# ---- cs_stack_param_flat ----
File: src/rtl/cs_stack_param_if.sv
// Handshake and status bundle for the clip-and-split triangle stack.
// The stack side uses the slave modport; the producer/consumer side uses master.
interface cs_stack_param_if #(
    parameter int WIDTH = 8,
    parameter int DEPTH = 8,
    parameter int CW    = $clog2(DEPTH + 1)
);
    logic             clear;
    logic             push;
    logic             pop;
    logic [WIDTH-1:0] data_in;
    logic [WIDTH-1:0] data_out;
    logic             out_valid;
    logic [WIDTH-1:0] top;
    logic [CW-1:0]    count;
    logic             empty;
    logic             full;
    logic             overflow;
    logic             underflow;

    modport slave (
        input  clear, push, pop, data_in,
        output data_out, out_valid, top, count, empty, full, overflow, underflow
    );

    modport master (
        output clear, push, pop, data_in,
        input  data_out, out_valid, top, count, empty, full, overflow, underflow
    );
endinterface

File: src/rtl/cs_stack_param.sv
// Parametrised LIFO of triangle records with guarded push/pop, exchange/bypass,
// sticky overflow/underflow flags and a combinational top-of-stack peek.
module cs_stack_param #(
    parameter int DEPTH = 8,
    // Default matches a Triangle3D record: 3 vertices x 3 coords x 32 bits.
    parameter int WIDTH = 288,
    parameter int CW    = $clog2(DEPTH + 1)
) (
    input  logic              clk,
    input  logic              rst,
    cs_stack_param_if.slave   bus
);
    localparam int AW = (DEPTH > 1) ? $clog2(DEPTH) : 1;

    logic [WIDTH-1:0] r_mem [DEPTH];
    logic [CW-1:0]    r_count;
    logic [WIDTH-1:0] r_data_out;
    logic             r_out_valid;
    logic             r_overflow;
    logic             r_underflow;

    logic             w_empty;
    logic             w_full;
    logic [CW-1:0]    w_count_m1;
    logic [AW-1:0]    w_top_idx;
    logic [AW-1:0]    w_push_idx;
    logic [WIDTH-1:0] w_top;

    assign w_empty    = (r_count == '0);
    assign w_full     = (r_count == CW'(DEPTH));
    assign w_count_m1 = r_count - 1'b1;
    // Both indices are only used when guarded (not empty / not full), so they
    // always fit in AW bits.
    assign w_top_idx  = AW'(w_count_m1);
    assign w_push_idx = AW'(r_count);

    always_comb begin
        w_top = '0;
        if (!w_empty) begin
            w_top = r_mem[w_top_idx];
        end
    end

    // Storage carries no reset; writes are suppressed under rst and clear.
    always_ff @(posedge clk) begin
        if (!rst && !bus.clear) begin
            if (bus.push && !bus.pop && !w_full) begin
                r_mem[w_push_idx] <= bus.data_in;
            end else if (bus.push && bus.pop && !w_empty) begin
                r_mem[w_top_idx] <= bus.data_in;
            end
        end
    end

    always_ff @(posedge clk) begin
        if (rst) begin
            r_count     <= '0;
            r_data_out  <= '0;
            r_out_valid <= 1'b0;
            r_overflow  <= 1'b0;
            r_underflow <= 1'b0;
        end else begin
            r_out_valid <= 1'b0;
            if (bus.clear) begin
                r_count     <= '0;
                r_overflow  <= 1'b0;
                r_underflow <= 1'b0;
            end else begin
                unique case ({bus.push, bus.pop})
                    2'b10: begin
                        if (w_full) r_overflow <= 1'b1;
                        else        r_count    <= r_count + 1'b1;
                    end
                    2'b01: begin
                        if (w_empty) begin
                            r_underflow <= 1'b1;
                        end else begin
                            r_data_out  <= r_mem[w_top_idx];
                            r_out_valid <= 1'b1;
                            r_count     <= w_count_m1;
                        end
                    end
                    2'b11: begin
                        // Exchange when occupied, straight bypass when empty.
                        r_data_out  <= w_empty ? bus.data_in : r_mem[w_top_idx];
                        r_out_valid <= 1'b1;
                    end
                    default: ;
                endcase
            end
        end
    end

    assign bus.data_out  = r_data_out;
    assign bus.out_valid = r_out_valid;
    assign bus.top       = w_top;
    assign bus.count     = r_count;
    assign bus.empty     = w_empty;
    assign bus.full      = w_full;
    assign bus.overflow  = r_overflow;
    assign bus.underflow = r_underflow;
endmodule

File: src/flat_wrapper.sv
// flat-port wrapper written by rule: the top's interface ports become plain ports
module cs_stack_param_flat 
#(
    parameter int DEPTH = 8,
                                                                            
    parameter int WIDTH = 288,
    parameter int CW    = $clog2(DEPTH + 1)
)
  (clk, rst, bus_clear, bus_push, bus_pop, bus_data_in, bus_data_out, bus_out_valid, bus_top, bus_count, bus_empty, bus_full, bus_overflow, bus_underflow);
  cs_stack_param_if #(.WIDTH(WIDTH), .DEPTH(DEPTH), .CW(CW)) bus_i ();
  input  logic clk;
  input  logic rst;
  input wire logic [$bits(bus_i.clear)-1:0] bus_clear;
  input wire logic [$bits(bus_i.push)-1:0] bus_push;
  input wire logic [$bits(bus_i.pop)-1:0] bus_pop;
  input wire logic [$bits(bus_i.data_in)-1:0] bus_data_in;
  output wire logic [$bits(bus_i.data_out)-1:0] bus_data_out;
  output wire logic [$bits(bus_i.out_valid)-1:0] bus_out_valid;
  output wire logic [$bits(bus_i.top)-1:0] bus_top;
  output wire logic [$bits(bus_i.count)-1:0] bus_count;
  output wire logic [$bits(bus_i.empty)-1:0] bus_empty;
  output wire logic [$bits(bus_i.full)-1:0] bus_full;
  output wire logic [$bits(bus_i.overflow)-1:0] bus_overflow;
  output wire logic [$bits(bus_i.underflow)-1:0] bus_underflow;
  assign bus_i.clear = bus_clear;
  assign bus_i.push = bus_push;
  assign bus_i.pop = bus_pop;
  assign bus_i.data_in = bus_data_in;
  assign bus_data_out = bus_i.data_out;
  assign bus_out_valid = bus_i.out_valid;
  assign bus_top = bus_i.top;
  assign bus_count = bus_i.count;
  assign bus_empty = bus_i.empty;
  assign bus_full = bus_i.full;
  assign bus_overflow = bus_i.overflow;
  assign bus_underflow = bus_i.underflow;
  cs_stack_param #(.DEPTH(DEPTH), .WIDTH(WIDTH), .CW(CW)) u_core (.clk(clk), .rst(rst), .bus(bus_i));
endmodule
File: config.mk
export PLATFORM = sky130hd
export DESIGN_NAME = cs_stack_param_flat
export DESIGN_NICKNAME = d
export VERILOG_FILES = /design/src/rtl/cs_stack_param_if.sv /design/src/rtl/cs_stack_param.sv /design/src/flat_wrapper.sv
export SDC_FILE = /design/constraint.sdc
export NUM_CORES = 2
export LEC_CHECK = 0
export ABC_AREA = 1
export CORE_MARGIN = 4
export CORE_UTILIZATION = 53
export CTS_CLUSTER_DIAMETER = 80
export DETAILED_ROUTE_END_ITERATION = 10
export PLACE_DENSITY_LB_ADDON = 0.2
export SYNTH_ARGS = -nofsm -noshare
export SYNTH_HDL_FRONTEND = slang
export SYNTH_SLANG_ARGS = --single-unit
File: constraint.sdc
create_clock -name clk -period 17.2 [get_ports clk]
set_input_delay 2.58 -clock clk [delete_from_list [all_inputs] [get_ports clk]]
set_output_delay 2.58 -clock clk [all_outputs]
set_load 0.005 [all_outputs]
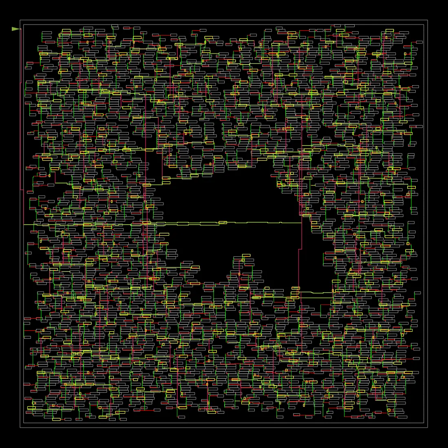
**Above:** cs_stack_param_flat (clock wiring as the flow saved it).
flip-flops: 2,599
CTS Sinks: 2,599
Worst Clk Skew: 62.1 ps
Worst-Skew Late Latency: 900 ps

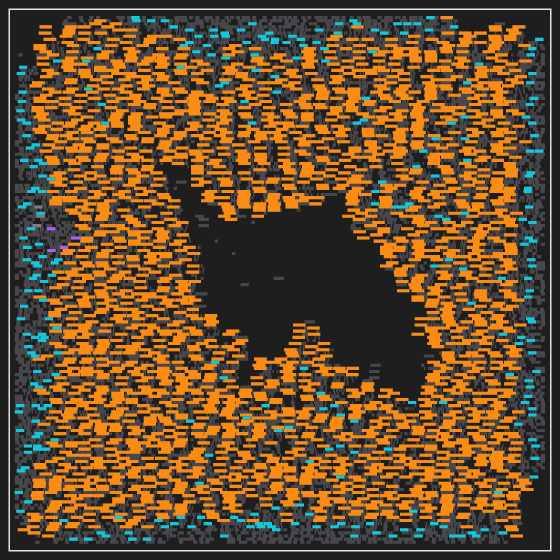
**Above:** cs_stack_param_flat (where the registers sit).
Other sequential cells in the stronger grey, the rest of the logic in the fainter grey.
Key: `u_core.bus.count` = purple [placed flops 4, where left middle]; `u_core.r_mem` = orange [placed flops 2,304, where all over the die]; `u_core.bus.data_out` = cyan [placed flops 288, where all over the die]

==> flow_summary.toml <==
# flow metrics
[worst_setup_path]
r2r_start = "u_core.bus.count[0]"
cp_max_fo = 141
worstSetupPathType = "reg2out"
critPathLaunchType = "register"

[logic_synthesis]
yosys_area_um2 = 115000
async_flop_share = 0
top_area_cell = "edfxtp_1"
simple_gate_share = 0.228
ys_sh_aoi = 0.0133
synth_area_um2 = 115000
top_cell = "nand2_1"
synth-main-ff-cell = "edfxtp_1"
ys.flops = 2599

[cells_and_area]
instances_no_fill = 15900
final-nonclk-buf-share = 0.0727
nNetsFinal = 13200
diodes = 15
drive_above_1_share = 0.0395
buffers = 976

[grt]
grt_pass1_vias = 82300
met3_usage = 0.0602
grt_max_degree = 213
grt_pass1_wl_um = 487000
grt.busiest_layer = "met2"
grt-ovfl-total = 0

[detailed_routing]
drt-total-wl_um = 324000
wl_met3_um = 29700
drc_errors = 0
m1WireLength_um = 132000

[pwr]
p_switching_uw = 3400
p_clk_frac = 0.413

[final_timing]
slew_viol_final = 0
slew_headroom = 0.165
setup_viol = 0

[floorplan]
dieWidth_um = 473
num_rows = 170
core_area_um2 = 215000
dieArea_um2 = 224000
pin_count = 878

[run_status]
status = "finished clean"

[place]
routabilityCongestion = 0.837
placed_area_um2 = 125000
dp_slack_ps = 8260

[clock_network]
cts-root-buf = "clkbuf_16"
clock_path_buffers = 4

# ---- lamp_event_controller ----
## src/rtl/lamp_event_controller.sv

```systemverilog
// rtl/lamp_event_controller.sv - push-button/presence front end producing a/b/c/d command pulses
module lamp_event_controller #(
  parameter int DEBOUNCE_CYC    = 100,
  parameter int LONG_PRESS_CYC  = 300,
  parameter int OFF_TIMEOUT_CYC = 1000
) (
  input  logic clk,
  input  logic rst,
  input  logic push,
  input  logic infrared,
  input  logic lamp_on_auto,
  output logic a,
  output logic b,
  output logic c,
  output logic d
);

  localparam int DB_W   = $clog2(DEBOUNCE_CYC);
  localparam int HOLD_W = $clog2(LONG_PRESS_CYC) + 1;
  localparam int TMO_W  = $clog2(OFF_TIMEOUT_CYC);

  localparam logic [DB_W-1:0]   DB_LAST   = DB_W'(DEBOUNCE_CYC - 1);
  localparam logic [HOLD_W-1:0] HOLD_LAST = HOLD_W'(LONG_PRESS_CYC - 1);
  localparam logic [TMO_W-1:0]  TMO_LAST  = TMO_W'(OFF_TIMEOUT_CYC - 1);

  typedef enum logic [1:0] {IDLE, HELD, LONG, WAIT_REL} press_state_t;

  // bit 0 = push-button, bit 1 = infrared
  logic [1:0]      raw;
  logic [1:0]      sync1;
  logic [1:0]      sync2;
  logic [1:0]      db;
  logic [DB_W-1:0] db_cnt [2];
  logic            btn_db;
  logic            ir_db;
  logic            ir_db_q;

  press_state_t    state;
  press_state_t    state_next;
  logic [HOLD_W-1:0] hold;
  logic [HOLD_W-1:0] hold_next;
  logic [HOLD_W-1:0] hold_inc;
  logic            a_next;
  logic            b_next;

  logic [TMO_W-1:0] tmo;
  logic             tmo_run;

  assign raw    = {infrared, push};
  assign btn_db = db[0];
  assign ir_db  = db[1];

  always_ff @(posedge clk or posedge rst) begin
    if (rst) begin
      sync1 <= '0;
      sync2 <= '0;
    end else begin
      sync1 <= raw;
      sync2 <= sync1;
    end
  end

  always_ff @(posedge clk or posedge rst) begin
    if (rst) begin
      db        <= '0;
      db_cnt[0] <= '0;
      db_cnt[1] <= '0;
    end else begin
      for (int i = 0; i < 2; i++) begin
        if (sync2[i] == db[i]) begin
          db_cnt[i] <= '0;
        end else if (db_cnt[i] == DB_LAST) begin
          db[i]     <= sync2[i];
          db_cnt[i] <= '0;
        end else begin
          db_cnt[i] <= db_cnt[i] + 1'b1;
        end
      end
    end
  end

  // a is issued on the same edge at which the hold count reaches its last value
  always_comb begin
    state_next = state;
    hold_next  = hold;
    a_next     = 1'b0;
    b_next     = 1'b0;
    hold_inc   = (hold == '1) ? hold : hold + 1'b1;
    case (state)
      IDLE: begin
        if (btn_db) begin
          state_next = HELD;
          hold_next  = '0;
        end
      end
      HELD: begin
        if (!btn_db) begin
          b_next     = 1'b1;
          state_next = IDLE;
        end else begin
          hold_next = hold_inc;
          if (hold_inc == HOLD_LAST) begin
            a_next     = 1'b1;
            state_next = LONG;
          end
        end
      end
      LONG:     state_next = btn_db ? WAIT_REL : IDLE;
      WAIT_REL: if (!btn_db) state_next = IDLE;
      default:  state_next = IDLE;
    endcase
  end

  always_ff @(posedge clk or posedge rst) begin
    if (rst) begin
      state <= IDLE;
      hold  <= '0;
      a     <= 1'b0;
      b     <= 1'b0;
    end else begin
      state <= state_next;
      hold  <= hold_next;
      a     <= a_next;
      b     <= b_next;
    end
  end

  // presence clears the timeout, so c can never coincide with d
  assign tmo_run = lamp_on_auto & ~ir_db;

  always_ff @(posedge clk or posedge rst) begin
    if (rst) begin
      tmo     <= '0;
      c       <= 1'b0;
      d       <= 1'b0;
      ir_db_q <= 1'b0;
    end else begin
      ir_db_q <= ir_db;
      d       <= ir_db & ~ir_db_q;
      c       <= 1'b0;
      if (!tmo_run) begin
        tmo <= '0;
      end else if (tmo == TMO_LAST) begin
        tmo <= '0;
        c   <= 1'b1;
      end else begin
        tmo <= tmo + 1'b1;
      end
    end
  end

endmodule

```

## config.mk

```make
export PLATFORM = sky130hd
export DESIGN_NAME = lamp_event_controller
export DESIGN_NICKNAME = d
export VERILOG_FILES = /design/src/rtl/lamp_event_controller.sv
export SDC_FILE = /design/constraint.sdc
export NUM_CORES = 1
export LEC_CHECK = 0
export CAP_MARGIN = 0
export CORE_MARGIN = 8
export CORE_UTILIZATION = 45
export CTS_BUF_LIST = sky130_fd_sc_hd__clkbuf_4
export DETAILED_ROUTE_END_ITERATION = 12
export PLACE_DENSITY_LB_ADDON = 0.25
export SYNTH_ARGS = -nofsm -noshare
export SYNTH_HDL_FRONTEND = slang
export SYNTH_SLANG_ARGS = --single-unit
```

## constraint.sdc

```tcl
create_clock -name clk -period 2 [get_ports clk]
set_input_delay 0.4 -clock clk [delete_from_list [all_inputs] [get_ports clk]]
set_output_delay 0.4 -clock clk [all_outputs]
set_load 0.02 [all_outputs]
```

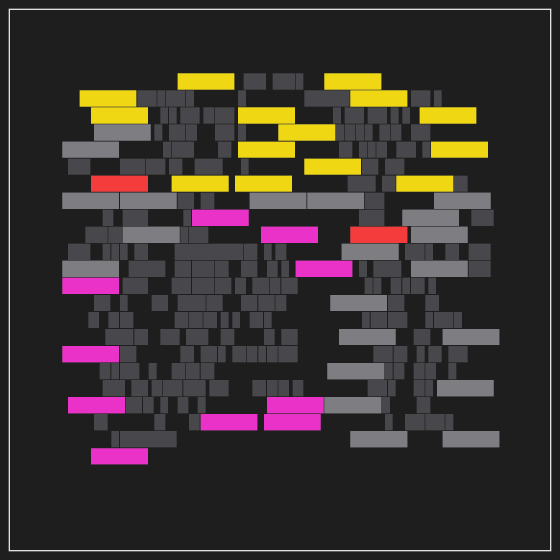
**Above:** lamp_event_controller (where the registers sit).
Other sequential cells in the stronger grey, the rest of the logic in the fainter grey.
Key: `hold` = magenta [placed flops 10]; `db_cnt` = yellow [placed flops 14]; `db` = red [placed flops 2]
Another 21 sequential cells are not coloured.

==> flow_summary.toml <==
# flow metrics
[run_status]
status = "finished clean"

[worst_setup_path]
cp_max_fo = 6
cp.required_ps = 2260
path_cells = "buf_4, nand2_1, or4b_1, a32o_1, o41a_1"
r2r_start = "hold[0]"
worstReg2RegEnd = "state[0]"

[cells_and_area]
regMostFlops = "db_cnt"
num-fill-cells = 434

[pwr]
p_per_area_nw_per_um2 = 642
p_int_uw = 1260
fin_total_pwr_uw = 1640
pg_clk_uw = 590
power.leakage_uw = 0.00108

[logic_synthesis]
ys_sh_aoi = 0.0998
yosys.area_share.adder = 0.0226
synthTopCellsByCount = "dfrtp_1 (47), nor2_1 (30), nand2_1 (18)"
ys_seq_share = 0.530

[final_timing]
slew_headroom = 0.671
post-route-period-util = 0.971

[min_path]
min_path_type = "in2async"

[detailed_routing]
wl_met2_um = 1830
m1WireLength_um = 1940

[place]
portBuffers = 8
post-place-cells = 298

[flow_run]
drv_cap = 0

[floorplan]
core_area_um2 = 4750
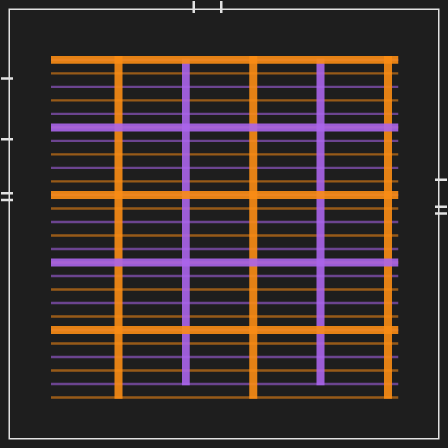
**Above:** lamp_event_controller (power grid).
Pins as bars on the die edge.
Key: VSS = orange; VDD = purple
26 met1 rails follow the rows. 5 straps on met5. 9 signal pins sit on the boundary.



==> notes/layouts.md <==
Pictures saved along the way, in no particular order.

Metal 1.
Supply wires on this layer in grey.
panel A
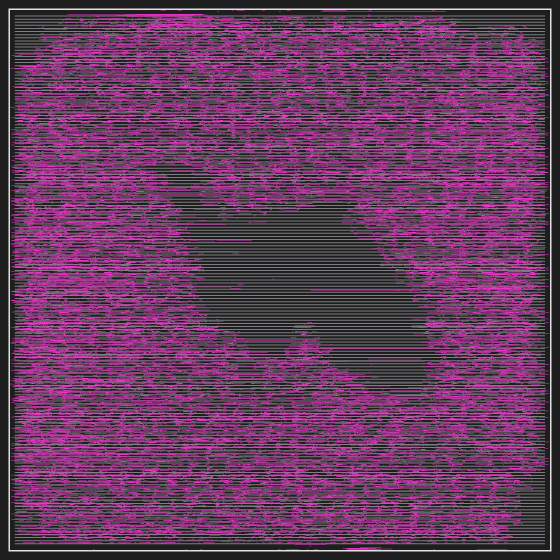
panel B
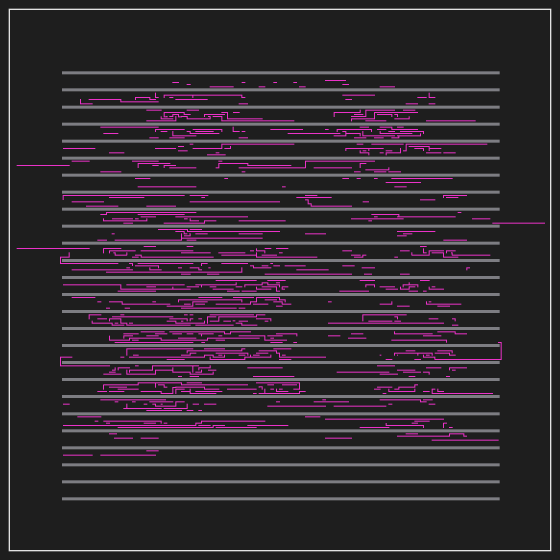
Panel A is cs_stack_param_flat.
Panel B is lamp_event_controller.

Key to panel A:
The wires run mostly horizontal. The longest straight run is 144 µm. The layer carries 132 mm of wire. 12,277 nets have wire on it. The layer holds 41% of the routed length.

